######## design 1 ########
### src/rtl/tribus_arbiter.sv
// Round-robin arbiter driving the S pins of tri_inv bus driver columns.
// Enforces one-hot-or-zero grants, a fixed all-off turnaround gap, and bounded tenure.
module tribus_arbiter #(
  parameter int N          = 4,
  parameter int MAX_HOLD   = 8,
  parameter int TURNAROUND = 1,
  localparam int IW        = (N > 1) ? $clog2(N) : 1
) (
  input  logic          CLK,
  input  logic          RESET,
  input  logic [N-1:0]  REQ,
  output logic [N-1:0]  GNT,
  output logic [IW-1:0] OWNER,
  output logic          BUSY,
  output logic          PREEMPT
);

  localparam int HCW = (MAX_HOLD > 1) ? $clog2(MAX_HOLD) : 1;
  localparam int TCW = (TURNAROUND > 1) ? $clog2(TURNAROUND) : 1;
  localparam logic [HCW-1:0] HC_SAT  = HCW'((MAX_HOLD == 0) ? 0 : MAX_HOLD - 1);
  localparam logic [TCW-1:0] TC_INIT = TCW'(TURNAROUND - 1);

  typedef enum logic [1:0] {IDLE, GRANT, TURN} state_e;

  state_e         state_q, state_d;
  logic [N-1:0]   gnt_q, gnt_d;
  logic [IW-1:0]  owner_q, owner_d;
  logic [IW-1:0]  ptr_q, ptr_d;
  logic [HCW-1:0] hc_q, hc_d;
  logic [TCW-1:0] tc_q, tc_d;
  logic           busy_q, preempt_q, preempt_d;

  logic           win_vld;
  logic [IW-1:0]  win_idx;
  logic           arb, vol_rel, pre_rel;

  // Scan from the highest offset down so the requester nearest PTR wins.
  always_comb begin
    win_vld = 1'b0;
    win_idx = '0;
    for (int k = N - 1; k >= 0; k--) begin
      if (REQ[(int'(ptr_q) + k) % N]) begin
        win_vld = 1'b1;
        win_idx = IW'((int'(ptr_q) + k) % N);
      end
    end
  end

  always_comb begin
    state_d   = state_q;
    gnt_d     = gnt_q;
    owner_d   = owner_q;
    ptr_d     = ptr_q;
    hc_d      = hc_q;
    tc_d      = tc_q;
    preempt_d = 1'b0;
    arb       = 1'b0;
    vol_rel   = 1'b0;
    pre_rel   = 1'b0;
    case (state_q)
      IDLE: arb = 1'b1;
      GRANT: begin
        vol_rel = ~REQ[owner_q];
        pre_rel = (MAX_HOLD != 0) && (hc_q == HC_SAT) && (|(REQ & ~gnt_q));
        if (vol_rel || pre_rel) begin
          gnt_d     = '0;
          tc_d      = TC_INIT;
          state_d   = TURN;
          preempt_d = pre_rel & ~vol_rel;
        end else if ((MAX_HOLD != 0) && (hc_q != HC_SAT)) begin
          hc_d = hc_q + 1'b1;
        end
      end
      TURN: begin
        if (tc_q != '0) tc_d = tc_q - 1'b1;
        else            arb  = 1'b1;
      end
      default: state_d = IDLE;
    endcase

    // Grants only ever issue from an all-off state, so owners never hand over directly.
    if (arb) begin
      if (win_vld) begin
        gnt_d   = '0;
        gnt_d[win_idx] = 1'b1;
        owner_d = win_idx;
        ptr_d   = IW'((int'(win_idx) + 1) % N);
        hc_d    = '0;
        state_d = GRANT;
      end else begin
        state_d = IDLE;
      end
    end
  end

  always_ff @(posedge CLK) begin
    if (RESET) begin
      state_q   <= IDLE;
      gnt_q     <= '0;
      owner_q   <= '0;
      ptr_q     <= '0;
      hc_q      <= '0;
      tc_q      <= '0;
      busy_q    <= 1'b0;
      preempt_q <= 1'b0;
    end else begin
      state_q   <= state_d;
      gnt_q     <= gnt_d;
      owner_q   <= owner_d;
      ptr_q     <= ptr_d;
      hc_q      <= hc_d;
      tc_q      <= tc_d;
      busy_q    <= |gnt_d;
      preempt_q <= preempt_d;
    end
  end

  assign GNT     = gnt_q;
  assign OWNER   = owner_q;
  assign BUSY    = busy_q;
  assign PREEMPT = preempt_q;

endmodule

### config.mk
export PLATFORM = sky130hd
export DESIGN_NAME = tribus_arbiter
export DESIGN_NICKNAME = d
export VERILOG_FILES = /design/src/rtl/tribus_arbiter.sv
export SDC_FILE = /design/constraint.sdc
export NUM_CORES = 1
export LEC_CHECK = 0
export ABC_AREA = 1
export CAP_MARGIN = 10
export CORE_MARGIN = 5
export CORE_UTILIZATION = 33
export DETAILED_ROUTE_END_ITERATION = 16
export SLEW_MARGIN = 10
export SYNTH_ARGS = -nofsm -noshare
export SYNTH_HDL_FRONTEND = slang
export SYNTH_SLANG_ARGS = --single-unit
### constraint.sdc
create_clock -name CLK -period 1.4 [get_ports CLK]
set_input_delay 0.21 -clock CLK [delete_from_list [all_inputs] [get_ports CLK]]
set_output_delay 0.21 -clock CLK [all_outputs]
set_load 0.02 [all_outputs]
==> reports/qor.yml <==
violations: "negative setup slack"
crit_top_cell: "nand2_2"
top_area_share_pct: 34.83
place_ws_ns: -0.5691
use_met2_pct: 29.31
fin_ws_ns: -0.3153
met1_usage_pct: 17.09
area_growth_pct: 83.89
ys.flops: 15
finalSetupViolations: 12
final_net_count: 188
cts_sinks: 15
grt_max_degree: 12
status: "finished, violations left"
dp.cells: 195
warnings: 29
yosys.area_share.aoi_pct: 11.32
wl_mm: 3.047
clk_pin_slew_ns: 0.09
grt_use_met3_pct: 1.887
largest_cell_class: "multi-input combinational cells"
maxCapViolations: 0
rsz0062_at_grt: "yes"
top_usage_layer: "met2"
hp-start: "hc_q[2]$_SDFF_PP0_"
regToRegSetupSlack_ns: -0.32
clkCellAreaFrac_pct: 1.657
top_cell: "nand2_1"
Fig. 1: design 1, logic cells by family
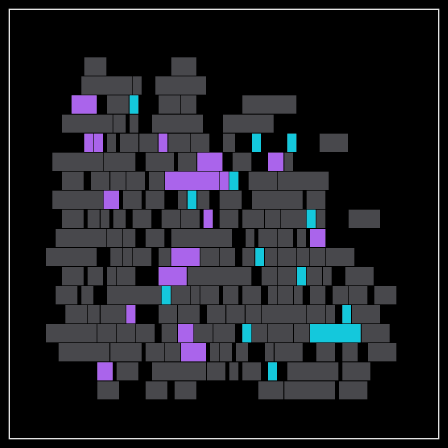
| family | color | cells | most used |
|---|---|---|---|
| nor cells | purple | 17 | nor2_1 |
| inv cells | cyan | 13 | inv_1 |


######## design 2 ########
### config.mk
export PLATFORM = sky130hd
export DESIGN_NAME = fifo_arbiter_flat
export DESIGN_NICKNAME = d
export VERILOG_FILES = /design/src/rtl/fifo_arbiter_pkg.sv /design/src/rtl/fifo_arbiter_if.sv /design/src/rtl/fifo_arbiter_rr_pick3.sv /design/src/rtl/fifo_arbiter.sv /design/src/flat_wrapper.sv
export SDC_FILE = /design/constraint.sdc
export NUM_CORES = 1
export LEC_CHECK = 0
export ABC_AREA = 1
export CORE_ASPECT_RATIO = 1.25
export CORE_UTILIZATION = 52
export DETAILED_ROUTE_END_ITERATION = 16
export PLACE_DENSITY = 0.88
export SYNTH_ARGS = -nofsm -noshare
export SYNTH_HDL_FRONTEND = slang
export SYNTH_SLANG_ARGS = --single-unit
### constraint.sdc
create_clock -name fifo_arbiter_port_clk -period 4.8 [get_ports fifo_arbiter_port_clk]
set_input_delay 1.44 -clock fifo_arbiter_port_clk [delete_from_list [all_inputs] [get_ports fifo_arbiter_port_clk]]
set_output_delay 1.44 -clock fifo_arbiter_port_clk [all_outputs]
set_load 0.1 [all_outputs]
### src/rtl/fifo_arbiter_pkg.sv
// Shared types and constants for the fifo_arbiter slice: FSM encoding,
// requester indices and the default write-ack timeout.
package fifo_arbiter_pkg;

  typedef enum logic [2:0] {
    S_IDLE,
    S_WR_ISSUE,
    S_WR_WAIT,
    S_RD_ISSUE,
    S_RD_DATA
  } state_t;

  localparam int REQ_A = 0;
  localparam int REQ_B = 1;
  localparam int REQ_R = 2;

  localparam int ACK_TIMEOUT_DEF = 2;

  // One-hot winner to requester index; an all-zero input maps to A.
  function automatic logic [1:0] win_idx(input logic [2:0] oh);
    if (oh[REQ_R])      return 2'(REQ_R);
    else if (oh[REQ_B]) return 2'(REQ_B);
    else                return 2'(REQ_A);
  endfunction

endpackage

### src/rtl/fifo_arbiter_if.sv
// Requester + FIFO-side signal bundle for fifo_arbiter. The slave modport is
// the arbiter; master is the requesters/FIFO environment.
interface fifo_arbiter_if #(
  parameter int DATA_W = 4,
  parameter int CNT_W  = 5
);
  logic              fifo_arbiter_port_req_a;
  logic [DATA_W-1:0] fifo_arbiter_port_din_a;
  logic              fifo_arbiter_port_gnt_a;
  logic              fifo_arbiter_port_req_b;
  logic [DATA_W-1:0] fifo_arbiter_port_din_b;
  logic              fifo_arbiter_port_gnt_b;
  logic              fifo_arbiter_port_req_r;
  logic              fifo_arbiter_port_gnt_r;
  logic              fifo_arbiter_port_wr_en;
  logic [DATA_W-1:0] fifo_arbiter_port_wdata;
  logic              fifo_arbiter_port_rd_en;
  logic              fifo_arbiter_port_full;
  logic              fifo_arbiter_port_empty;
  logic              fifo_arbiter_port_ack;
  logic [CNT_W-1:0]  fifo_arbiter_port_count;
  logic              fifo_arbiter_port_wr_err;

  modport slave (
    input  fifo_arbiter_port_req_a, fifo_arbiter_port_din_a,
    input  fifo_arbiter_port_req_b, fifo_arbiter_port_din_b,
    input  fifo_arbiter_port_req_r,
    input  fifo_arbiter_port_full, fifo_arbiter_port_empty, fifo_arbiter_port_ack,
    output fifo_arbiter_port_gnt_a, fifo_arbiter_port_gnt_b, fifo_arbiter_port_gnt_r,
    output fifo_arbiter_port_wr_en, fifo_arbiter_port_wdata, fifo_arbiter_port_rd_en,
    output fifo_arbiter_port_count, fifo_arbiter_port_wr_err
  );

  modport master (
    output fifo_arbiter_port_req_a, fifo_arbiter_port_din_a,
    output fifo_arbiter_port_req_b, fifo_arbiter_port_din_b,
    output fifo_arbiter_port_req_r,
    output fifo_arbiter_port_full, fifo_arbiter_port_empty, fifo_arbiter_port_ack,
    input  fifo_arbiter_port_gnt_a, fifo_arbiter_port_gnt_b, fifo_arbiter_port_gnt_r,
    input  fifo_arbiter_port_wr_en, fifo_arbiter_port_wdata, fifo_arbiter_port_rd_en,
    input  fifo_arbiter_port_count, fifo_arbiter_port_wr_err
  );

endinterface

### src/rtl/fifo_arbiter_rr_pick3.sv
// Combinational 3-way picker: eligible vector + last winner -> one-hot winner.
// FIFO_ARBITER_FIXED_PRIO_EN selects fixed priority R > A > B instead.
module rr_pick3
  import fifo_arbiter_pkg::*;
(
  input  logic [2:0] i_elig,
  input  logic [1:0] i_last,
  output logic [2:0] o_win
);

`ifdef FIFO_ARBITER_FIXED_PRIO_EN
  logic w_unused_last;
  assign w_unused_last = ^i_last;

  always_comb begin
    o_win = '0;
    if (i_elig[REQ_R])      o_win[REQ_R] = 1'b1;
    else if (i_elig[REQ_A]) o_win[REQ_A] = 1'b1;
    else if (i_elig[REQ_B]) o_win[REQ_B] = 1'b1;
  end
`else
  logic [2:0] w_rot;
  logic [2:0] w_pick;

  // Rotate so bit 0 is the requester right after the last winner, take the
  // lowest set bit, then rotate back.
  always_comb begin
    case (i_last)
      2'(REQ_A): w_rot = {i_elig[REQ_A], i_elig[REQ_R], i_elig[REQ_B]};
      2'(REQ_B): w_rot = {i_elig[REQ_B], i_elig[REQ_A], i_elig[REQ_R]};
      default:   w_rot = i_elig;
    endcase
  end

  assign w_pick = w_rot & (~w_rot + 3'd1);

  always_comb begin
    case (i_last)
      2'(REQ_A): o_win = {w_pick[1], w_pick[0], w_pick[2]};
      2'(REQ_B): o_win = {w_pick[0], w_pick[2], w_pick[1]};
      default:   o_win = w_pick;
    endcase
  end
`endif

endmodule

### src/rtl/fifo_arbiter.sv
// Sequences two writers and one reader onto a single FIFO port set, one
// transaction at a time. FIFO_ARBITER_FIXED_PRIO_EN: fixed R > A > B priority.
module fifo_arbiter
  import fifo_arbiter_pkg::*;
#(
  parameter int DATA_W      = 4,
  parameter int DEPTH       = 16,
  parameter int CNT_W       = 5,
  parameter int ACK_TIMEOUT = ACK_TIMEOUT_DEF
) (
  input  logic            fifo_arbiter_port_clk,
  input  logic            fifo_arbiter_port_rst,
  fifo_arbiter_if.slave   bus
);

  localparam int TMO_W = (ACK_TIMEOUT > 1) ? $clog2(ACK_TIMEOUT + 1) : 1;

  state_t            r_state, w_nxt;
  logic [1:0]        r_last, r_cur;
  logic [TMO_W-1:0]  r_tmo;
  logic [CNT_W-1:0]  r_count;
  logic [DATA_W-1:0] r_wdata;
  logic              r_wr_en, r_rd_en, r_gnt_a, r_gnt_b, r_gnt_r, r_wr_err;
  logic [2:0]        w_elig, w_win;
  logic              w_ack_ok, w_tmo_hit;

  // FIFO flags are authoritative; the shadow count only saturates on mismatch.
  assign w_elig = {bus.fifo_arbiter_port_req_r & ~bus.fifo_arbiter_port_empty,
                   bus.fifo_arbiter_port_req_b & ~bus.fifo_arbiter_port_full,
                   bus.fifo_arbiter_port_req_a & ~bus.fifo_arbiter_port_full};

  rr_pick3 u_pick (
    .i_elig (w_elig),
    .i_last (r_last),
    .o_win  (w_win)
  );

  always_comb begin
    w_nxt     = r_state;
    w_ack_ok  = 1'b0;
    w_tmo_hit = 1'b0;
    case (r_state)
      S_IDLE: begin
        if (w_win[REQ_R])  w_nxt = S_RD_ISSUE;
        else if (|w_win)   w_nxt = S_WR_ISSUE;
      end
      S_WR_ISSUE: w_nxt = S_WR_WAIT;
      S_WR_WAIT: begin
        if (bus.fifo_arbiter_port_ack) begin
          w_ack_ok = 1'b1;
          w_nxt    = S_IDLE;
        end else if (r_tmo == TMO_W'(ACK_TIMEOUT - 1)) begin
          w_tmo_hit = 1'b1;
          w_nxt     = S_IDLE;
        end
      end
      S_RD_ISSUE: w_nxt = S_RD_DATA;
      S_RD_DATA:  w_nxt = S_IDLE;
      default:    w_nxt = S_IDLE;
    endcase
  end

  always_ff @(posedge fifo_arbiter_port_clk) begin
    if (fifo_arbiter_port_rst) begin
      r_state  <= S_IDLE;
      r_last   <= 2'(REQ_R);
      r_cur    <= 2'(REQ_A);
      r_tmo    <= '0;
      r_count  <= '0;
      r_wdata  <= '0;
      r_wr_en  <= 1'b0;
      r_rd_en  <= 1'b0;
      r_gnt_a  <= 1'b0;
      r_gnt_b  <= 1'b0;
      r_gnt_r  <= 1'b0;
      r_wr_err <= 1'b0;
    end else begin
      r_state  <= w_nxt;
      r_wr_en  <= (w_nxt == S_WR_ISSUE);
      r_rd_en  <= (w_nxt == S_RD_ISSUE);
      r_gnt_a  <= w_ack_ok && (r_cur == 2'(REQ_A));
      r_gnt_b  <= w_ack_ok && (r_cur == 2'(REQ_B));
      r_gnt_r  <= (r_state == S_RD_ISSUE);
      r_wr_err <= w_tmo_hit;

      if (r_state == S_WR_ISSUE)     r_tmo <= '0;
      else if (r_state == S_WR_WAIT) r_tmo <= r_tmo + TMO_W'(1);

      if (r_state == S_IDLE && |w_win) begin
        r_cur <= win_idx(w_win);
        if (!w_win[REQ_R])
          r_wdata <= w_win[REQ_A] ? bus.fifo_arbiter_port_din_a : bus.fifo_arbiter_port_din_b;
      end

      // Pointer and count move only on a committed grant, never on abort.
      if (w_ack_ok) begin
        r_last <= r_cur;
        if (r_count != CNT_W'(DEPTH)) r_count <= r_count + CNT_W'(1);
      end else if (r_state == S_RD_ISSUE) begin
        r_last <= 2'(REQ_R);
        if (r_count != '0) r_count <= r_count - CNT_W'(1);
      end
    end
  end

  assign bus.fifo_arbiter_port_gnt_a  = r_gnt_a;
  assign bus.fifo_arbiter_port_gnt_b  = r_gnt_b;
  assign bus.fifo_arbiter_port_gnt_r  = r_gnt_r;
  assign bus.fifo_arbiter_port_wr_en  = r_wr_en;
  assign bus.fifo_arbiter_port_wdata  = r_wdata;
  assign bus.fifo_arbiter_port_rd_en  = r_rd_en;
  assign bus.fifo_arbiter_port_count  = r_count;
  assign bus.fifo_arbiter_port_wr_err = r_wr_err;

endmodule

### src/flat_wrapper.sv
// flat-port wrapper written by rule: the top's interface ports become plain ports
module fifo_arbiter_flat import fifo_arbiter_pkg::*;
#(
  parameter int DATA_W      = 4,
  parameter int DEPTH       = 16,
  parameter int CNT_W       = 5,
  parameter int ACK_TIMEOUT = ACK_TIMEOUT_DEF
)
  (fifo_arbiter_port_clk, fifo_arbiter_port_rst, bus_fifo_arbiter_port_req_a, bus_fifo_arbiter_port_din_a, bus_fifo_arbiter_port_req_b, bus_fifo_arbiter_port_din_b, bus_fifo_arbiter_port_req_r, bus_fifo_arbiter_port_full, bus_fifo_arbiter_port_empty, bus_fifo_arbiter_port_ack, bus_fifo_arbiter_port_gnt_a, bus_fifo_arbiter_port_gnt_b, bus_fifo_arbiter_port_gnt_r, bus_fifo_arbiter_port_wr_en, bus_fifo_arbiter_port_wdata, bus_fifo_arbiter_port_rd_en, bus_fifo_arbiter_port_count, bus_fifo_arbiter_port_wr_err);
  fifo_arbiter_if #(.DATA_W(DATA_W), .CNT_W(CNT_W)) bus_i ();
  input  logic fifo_arbiter_port_clk;
  input  logic fifo_arbiter_port_rst;
  input wire logic [$bits(bus_i.fifo_arbiter_port_req_a)-1:0] bus_fifo_arbiter_port_req_a;
  input wire logic [$bits(bus_i.fifo_arbiter_port_din_a)-1:0] bus_fifo_arbiter_port_din_a;
  input wire logic [$bits(bus_i.fifo_arbiter_port_req_b)-1:0] bus_fifo_arbiter_port_req_b;
  input wire logic [$bits(bus_i.fifo_arbiter_port_din_b)-1:0] bus_fifo_arbiter_port_din_b;
  input wire logic [$bits(bus_i.fifo_arbiter_port_req_r)-1:0] bus_fifo_arbiter_port_req_r;
  input wire logic [$bits(bus_i.fifo_arbiter_port_full)-1:0] bus_fifo_arbiter_port_full;
  input wire logic [$bits(bus_i.fifo_arbiter_port_empty)-1:0] bus_fifo_arbiter_port_empty;
  input wire logic [$bits(bus_i.fifo_arbiter_port_ack)-1:0] bus_fifo_arbiter_port_ack;
  output wire logic [$bits(bus_i.fifo_arbiter_port_gnt_a)-1:0] bus_fifo_arbiter_port_gnt_a;
  output wire logic [$bits(bus_i.fifo_arbiter_port_gnt_b)-1:0] bus_fifo_arbiter_port_gnt_b;
  output wire logic [$bits(bus_i.fifo_arbiter_port_gnt_r)-1:0] bus_fifo_arbiter_port_gnt_r;
  output wire logic [$bits(bus_i.fifo_arbiter_port_wr_en)-1:0] bus_fifo_arbiter_port_wr_en;
  output wire logic [$bits(bus_i.fifo_arbiter_port_wdata)-1:0] bus_fifo_arbiter_port_wdata;
  output wire logic [$bits(bus_i.fifo_arbiter_port_rd_en)-1:0] bus_fifo_arbiter_port_rd_en;
  output wire logic [$bits(bus_i.fifo_arbiter_port_count)-1:0] bus_fifo_arbiter_port_count;
  output wire logic [$bits(bus_i.fifo_arbiter_port_wr_err)-1:0] bus_fifo_arbiter_port_wr_err;
  assign bus_i.fifo_arbiter_port_req_a = bus_fifo_arbiter_port_req_a;
  assign bus_i.fifo_arbiter_port_din_a = bus_fifo_arbiter_port_din_a;
  assign bus_i.fifo_arbiter_port_req_b = bus_fifo_arbiter_port_req_b;
  assign bus_i.fifo_arbiter_port_din_b = bus_fifo_arbiter_port_din_b;
  assign bus_i.fifo_arbiter_port_req_r = bus_fifo_arbiter_port_req_r;
  assign bus_i.fifo_arbiter_port_full = bus_fifo_arbiter_port_full;
  assign bus_i.fifo_arbiter_port_empty = bus_fifo_arbiter_port_empty;
  assign bus_i.fifo_arbiter_port_ack = bus_fifo_arbiter_port_ack;
  assign bus_fifo_arbiter_port_gnt_a = bus_i.fifo_arbiter_port_gnt_a;
  assign bus_fifo_arbiter_port_gnt_b = bus_i.fifo_arbiter_port_gnt_b;
  assign bus_fifo_arbiter_port_gnt_r = bus_i.fifo_arbiter_port_gnt_r;
  assign bus_fifo_arbiter_port_wr_en = bus_i.fifo_arbiter_port_wr_en;
  assign bus_fifo_arbiter_port_wdata = bus_i.fifo_arbiter_port_wdata;
  assign bus_fifo_arbiter_port_rd_en = bus_i.fifo_arbiter_port_rd_en;
  assign bus_fifo_arbiter_port_count = bus_i.fifo_arbiter_port_count;
  assign bus_fifo_arbiter_port_wr_err = bus_i.fifo_arbiter_port_wr_err;
  fifo_arbiter #(.DATA_W(DATA_W), .DEPTH(DEPTH), .CNT_W(CNT_W), .ACK_TIMEOUT(ACK_TIMEOUT)) u_core (.fifo_arbiter_port_clk(fifo_arbiter_port_clk), .fifo_arbiter_port_rst(fifo_arbiter_port_rst), .bus(bus_i));
endmodule
Fig. 2: design 2, clock routing
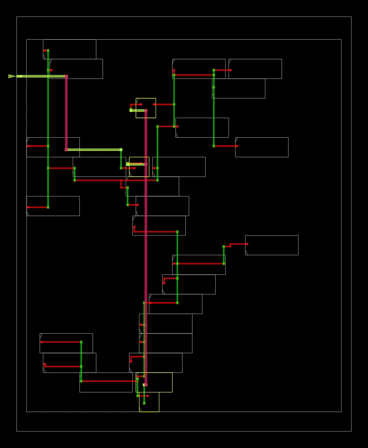
total clock buffers created by CTS: 3
Latency at later pin: 0.32 ns
Post-Route Skew: 0.004407 ns
clk sinks: 24

==> reports/qor.yml <==
synth.largest_area_cell: "dfxtp_1"
clkPwrFrac_pct: 14.0
cts_setup_buffers: 0
power.total_mw: 0.7579
fin_crit_ns: 3.429
io_pins: 31
die_area_um2: 2675
wl_mm: 2.718
worstReg2RegEnd: "u_core.bus.fifo_arbiter_port_count[4]$_SDFFE_PP0P_"
wirelength_met1_mm: 1.094
htreeDepth: 1
fp_nets: 204
core_um2: 2258
synth_async_sr_flop_share_pct: 0
ys_cells: 183
vias_per_cell: 5.045
dieHeight_um: 57.58
startpoint_type: "flip-flop"
antenna_found_initial: 0
drt_pass1_iterations: 4
final_cell_mix: "nand2_1 (47), clkdlybuf4s50_1 (30), nor2_1 (25)"
ant_nets: 0
cp-end-kind: "output pin"
status: "complete, no violations"
Fig. 3: design 2, I/O pins on the die edge
Bar = 10 µm. Pins as bars across the die edge, other pins in gray.
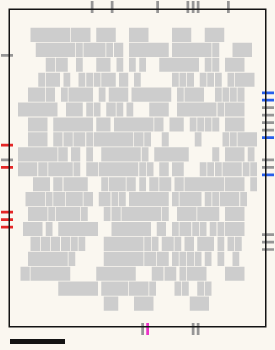
| port | color | pins | direction | edge |
|---|---|---|---|---|
| bus_fifo_arbiter_port_count | red | 5 | output | west |
| bus_fifo_arbiter_port_gnt_a | magenta | 1 | output | south |
| bus_fifo_arbiter_port_din_a | blue | 4 | input | east |


######## design 3 ########
==> src/rtl/pipe_ctrl.sv <==
// rtl/pipe_ctrl.sv - 3-stage pipeline stall/flush/bubble, dmem handshake and trap sequencer
// Optional stall performance counter enabled by PIPE_CTRL_PERF_EN.
module pipe_ctrl #(
    parameter int MEM_TIMEOUT = 16,
    parameter int CNT_W       = 32
) (
    input  logic             clk,
    input  logic             rst_n,
    input  logic             PCsrc,
    input  logic             reg_wrMW,
    input  logic [1:0]       wb_selMW,
    input  logic [4:0]       waddr_MW,
    input  logic [4:0]       raddr1,
    input  logic [4:0]       raddr2,
    input  logic             mem_enMW,
    input  logic             dmem_ack,
    input  logic             irq,
    output logic             stall_F,
    output logic             stall_E,
    output logic             stall_MW,
    output logic             flush_E,
    output logic             bubble_MW,
    output logic             dmem_req,
    output logic             trap_take,
    output logic             bus_err
`ifdef PIPE_CTRL_PERF_EN
    ,
    output logic [CNT_W-1:0] stall_cnt
`endif
);

    localparam int WCNT_W = $clog2(MEM_TIMEOUT);
    localparam logic [WCNT_W-1:0] WCNT_LAST = WCNT_W'(MEM_TIMEOUT - 1);

    typedef enum logic [1:0] {RUN, MEM_WAIT, TRAP_DRAIN, TRAP} state_t;

    state_t            state;
    state_t            next_state;
    logic [WCNT_W-1:0] wcnt;
    logic              load_use;

    assign load_use = (wb_selMW == 2'b10) && reg_wrMW &&
                      (((raddr1 == waddr_MW) && (raddr1 != 5'd0)) ||
                       ((raddr2 == waddr_MW) && (raddr2 != 5'd0)));

    always_comb begin
        next_state = state;
        stall_F    = 1'b0;
        stall_E    = 1'b0;
        stall_MW   = 1'b0;
        flush_E    = 1'b0;
        bubble_MW  = 1'b0;
        dmem_req   = 1'b0;
        trap_take  = 1'b0;
        bus_err    = 1'b0;
        case (state)
            RUN: begin
                dmem_req = mem_enMW;
                if (mem_enMW && !dmem_ack) begin
                    stall_F    = 1'b1;
                    stall_E    = 1'b1;
                    stall_MW   = 1'b1;
                    next_state = MEM_WAIT;
                end else if (irq && !PCsrc) begin
                    // Branch redirect wins first so the trap saves a clean PC.
                    flush_E    = 1'b1;
                    stall_F    = 1'b1;
                    next_state = TRAP_DRAIN;
                end else if (PCsrc) begin
                    flush_E = 1'b1;
                end else if (load_use) begin
                    stall_F   = 1'b1;
                    stall_E   = 1'b1;
                    bubble_MW = 1'b1;
                end
            end
            MEM_WAIT: begin
                dmem_req = 1'b1;
                if (dmem_ack) begin
                    next_state = RUN;
                end else if (wcnt == WCNT_LAST) begin
                    bus_err    = 1'b1;
                    bubble_MW  = 1'b1;
                    stall_F    = 1'b1;
                    stall_E    = 1'b1;
                    next_state = TRAP;
                end else begin
                    stall_F  = 1'b1;
                    stall_E  = 1'b1;
                    stall_MW = 1'b1;
                end
            end
            TRAP_DRAIN: begin
                flush_E    = 1'b1;
                stall_F    = 1'b1;
                bubble_MW  = 1'b1;
                next_state = TRAP;
            end
            default: begin
                trap_take  = 1'b1;
                flush_E    = 1'b1;
                next_state = RUN;
            end
        endcase
        // Hold every control quiet while the core is in reset.
        if (!rst_n) begin
            stall_F   = 1'b0;
            stall_E   = 1'b0;
            stall_MW  = 1'b0;
            flush_E   = 1'b0;
            bubble_MW = 1'b0;
            dmem_req  = 1'b0;
            trap_take = 1'b0;
            bus_err   = 1'b0;
        end
    end

    always_ff @(posedge clk or negedge rst_n) begin
        if (!rst_n) begin
            state <= RUN;
            wcnt  <= '0;
        end else begin
            state <= next_state;
            if (state == RUN)
                wcnt <= '0;
            else if (state == MEM_WAIT)
                wcnt <= wcnt + 1'b1;
        end
    end

`ifdef PIPE_CTRL_PERF_EN
    always_ff @(posedge clk or negedge rst_n) begin
        if (!rst_n)
            stall_cnt <= '0;
        else if (stall_F && (stall_cnt != {CNT_W{1'b1}}))
            stall_cnt <= stall_cnt + 1'b1;
    end
`endif

endmodule
==> config.mk <==
export PLATFORM = sky130hd
export DESIGN_NAME = pipe_ctrl
export DESIGN_NICKNAME = d
export VERILOG_FILES = /design/src/rtl/pipe_ctrl.sv
export SDC_FILE = /design/constraint.sdc
export NUM_CORES = 1
export LEC_CHECK = 0
export CORE_MARGIN = 2
export CORE_UTILIZATION = 39
export CTS_CLUSTER_SIZE = 16
export DETAILED_ROUTE_END_ITERATION = 6
export GPL_TIMING_DRIVEN = 0
export PLACE_DENSITY = 0.89
export SYNTH_ARGS = -nofsm -noshare
export SYNTH_HDL_FRONTEND = slang
export SYNTH_SLANG_ARGS = --single-unit
==> constraint.sdc <==
create_clock -name clk -period 3.3 [get_ports clk]
set_input_delay 0.99 -clock clk [delete_from_list [all_inputs] [get_ports clk]]
set_output_delay 0.99 -clock clk [all_outputs]
set_load 0.03 [all_outputs]
Fig. 4: design 3, a small window of the routed layout
Bar = 5 µm. Window x 11 to 31, y 19 to 39 µm. Cells in gray, sequential cells in the stronger gray; small squares are vias.
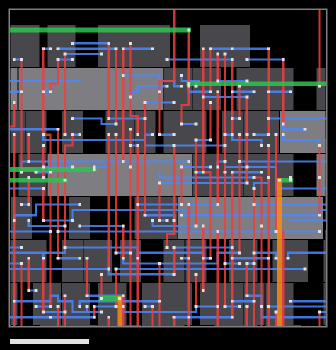
| layer | color |
|---|---|
| M2 | red |
| M4 | orange |
| M3 | green |
| M1 | blue |
most frequent: nand2_1 (6), o21ai_0 (3), dfrtp_1 (3)
cells with their middle in the window: 38
sequential cells in the window: 3
netlist names of flops here include: wcnt (2), state (1)

==> reports/qor.yml <==
crit_arrival_ns: 2.28
status: "complete, no violations"
lay_top_count: "nand2_1"
netSwitchingFraction_pct: 43.36
synth.largest_area_cell: "dfrtp_1"
clkCellAreaFrac_pct: 2.384
cts_sinks: 6
ys_seq_share_pct: 26.73
diodes: 0
rsz0062_at_grt: "yes"
logic_area_um2: 495.5
use_met2_pct: 38.13
dp_hpwl_mm: 1.310
grt_first_pass_wirelength_mm: 3.063
rr_worst_depth: 4
r2r-start: "wcnt[0]$_DFFE_PN0N_"


==> gallery <==
Routed metal per tile.
image #1
12 x 12 tiles, from white (low) to dark blue (high), scaled to the fullest tile. Values are wire area over tile area, all layers added.
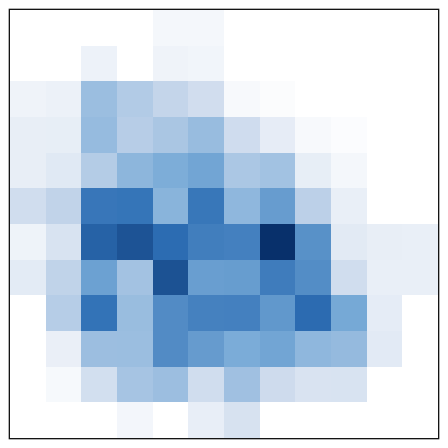
image #2
8 x 8 tiles, from white (low) to dark blue (high), scaled to the fullest tile. Values are wire area over tile area, all layers added.
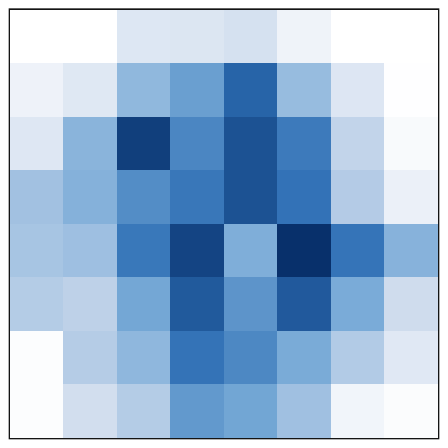
image #3
9 x 12 tiles, from white (low) to dark blue (high), scaled to the fullest tile. Values are wire area over tile area, all layers added.
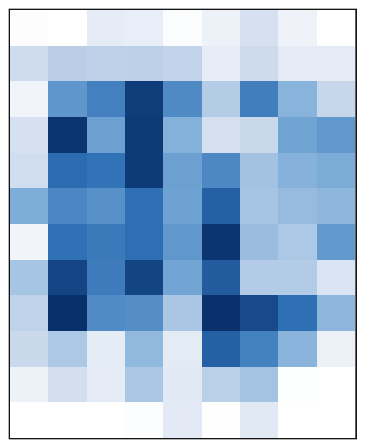
For design 3, see image #2.
For design 1, see image #1.
For design 2, see image #3.

Key to image #1:
tiles over half the peak: 19%
nearly empty tiles: 32%
mean over tiles: 0.13
densest ninth of the die: center

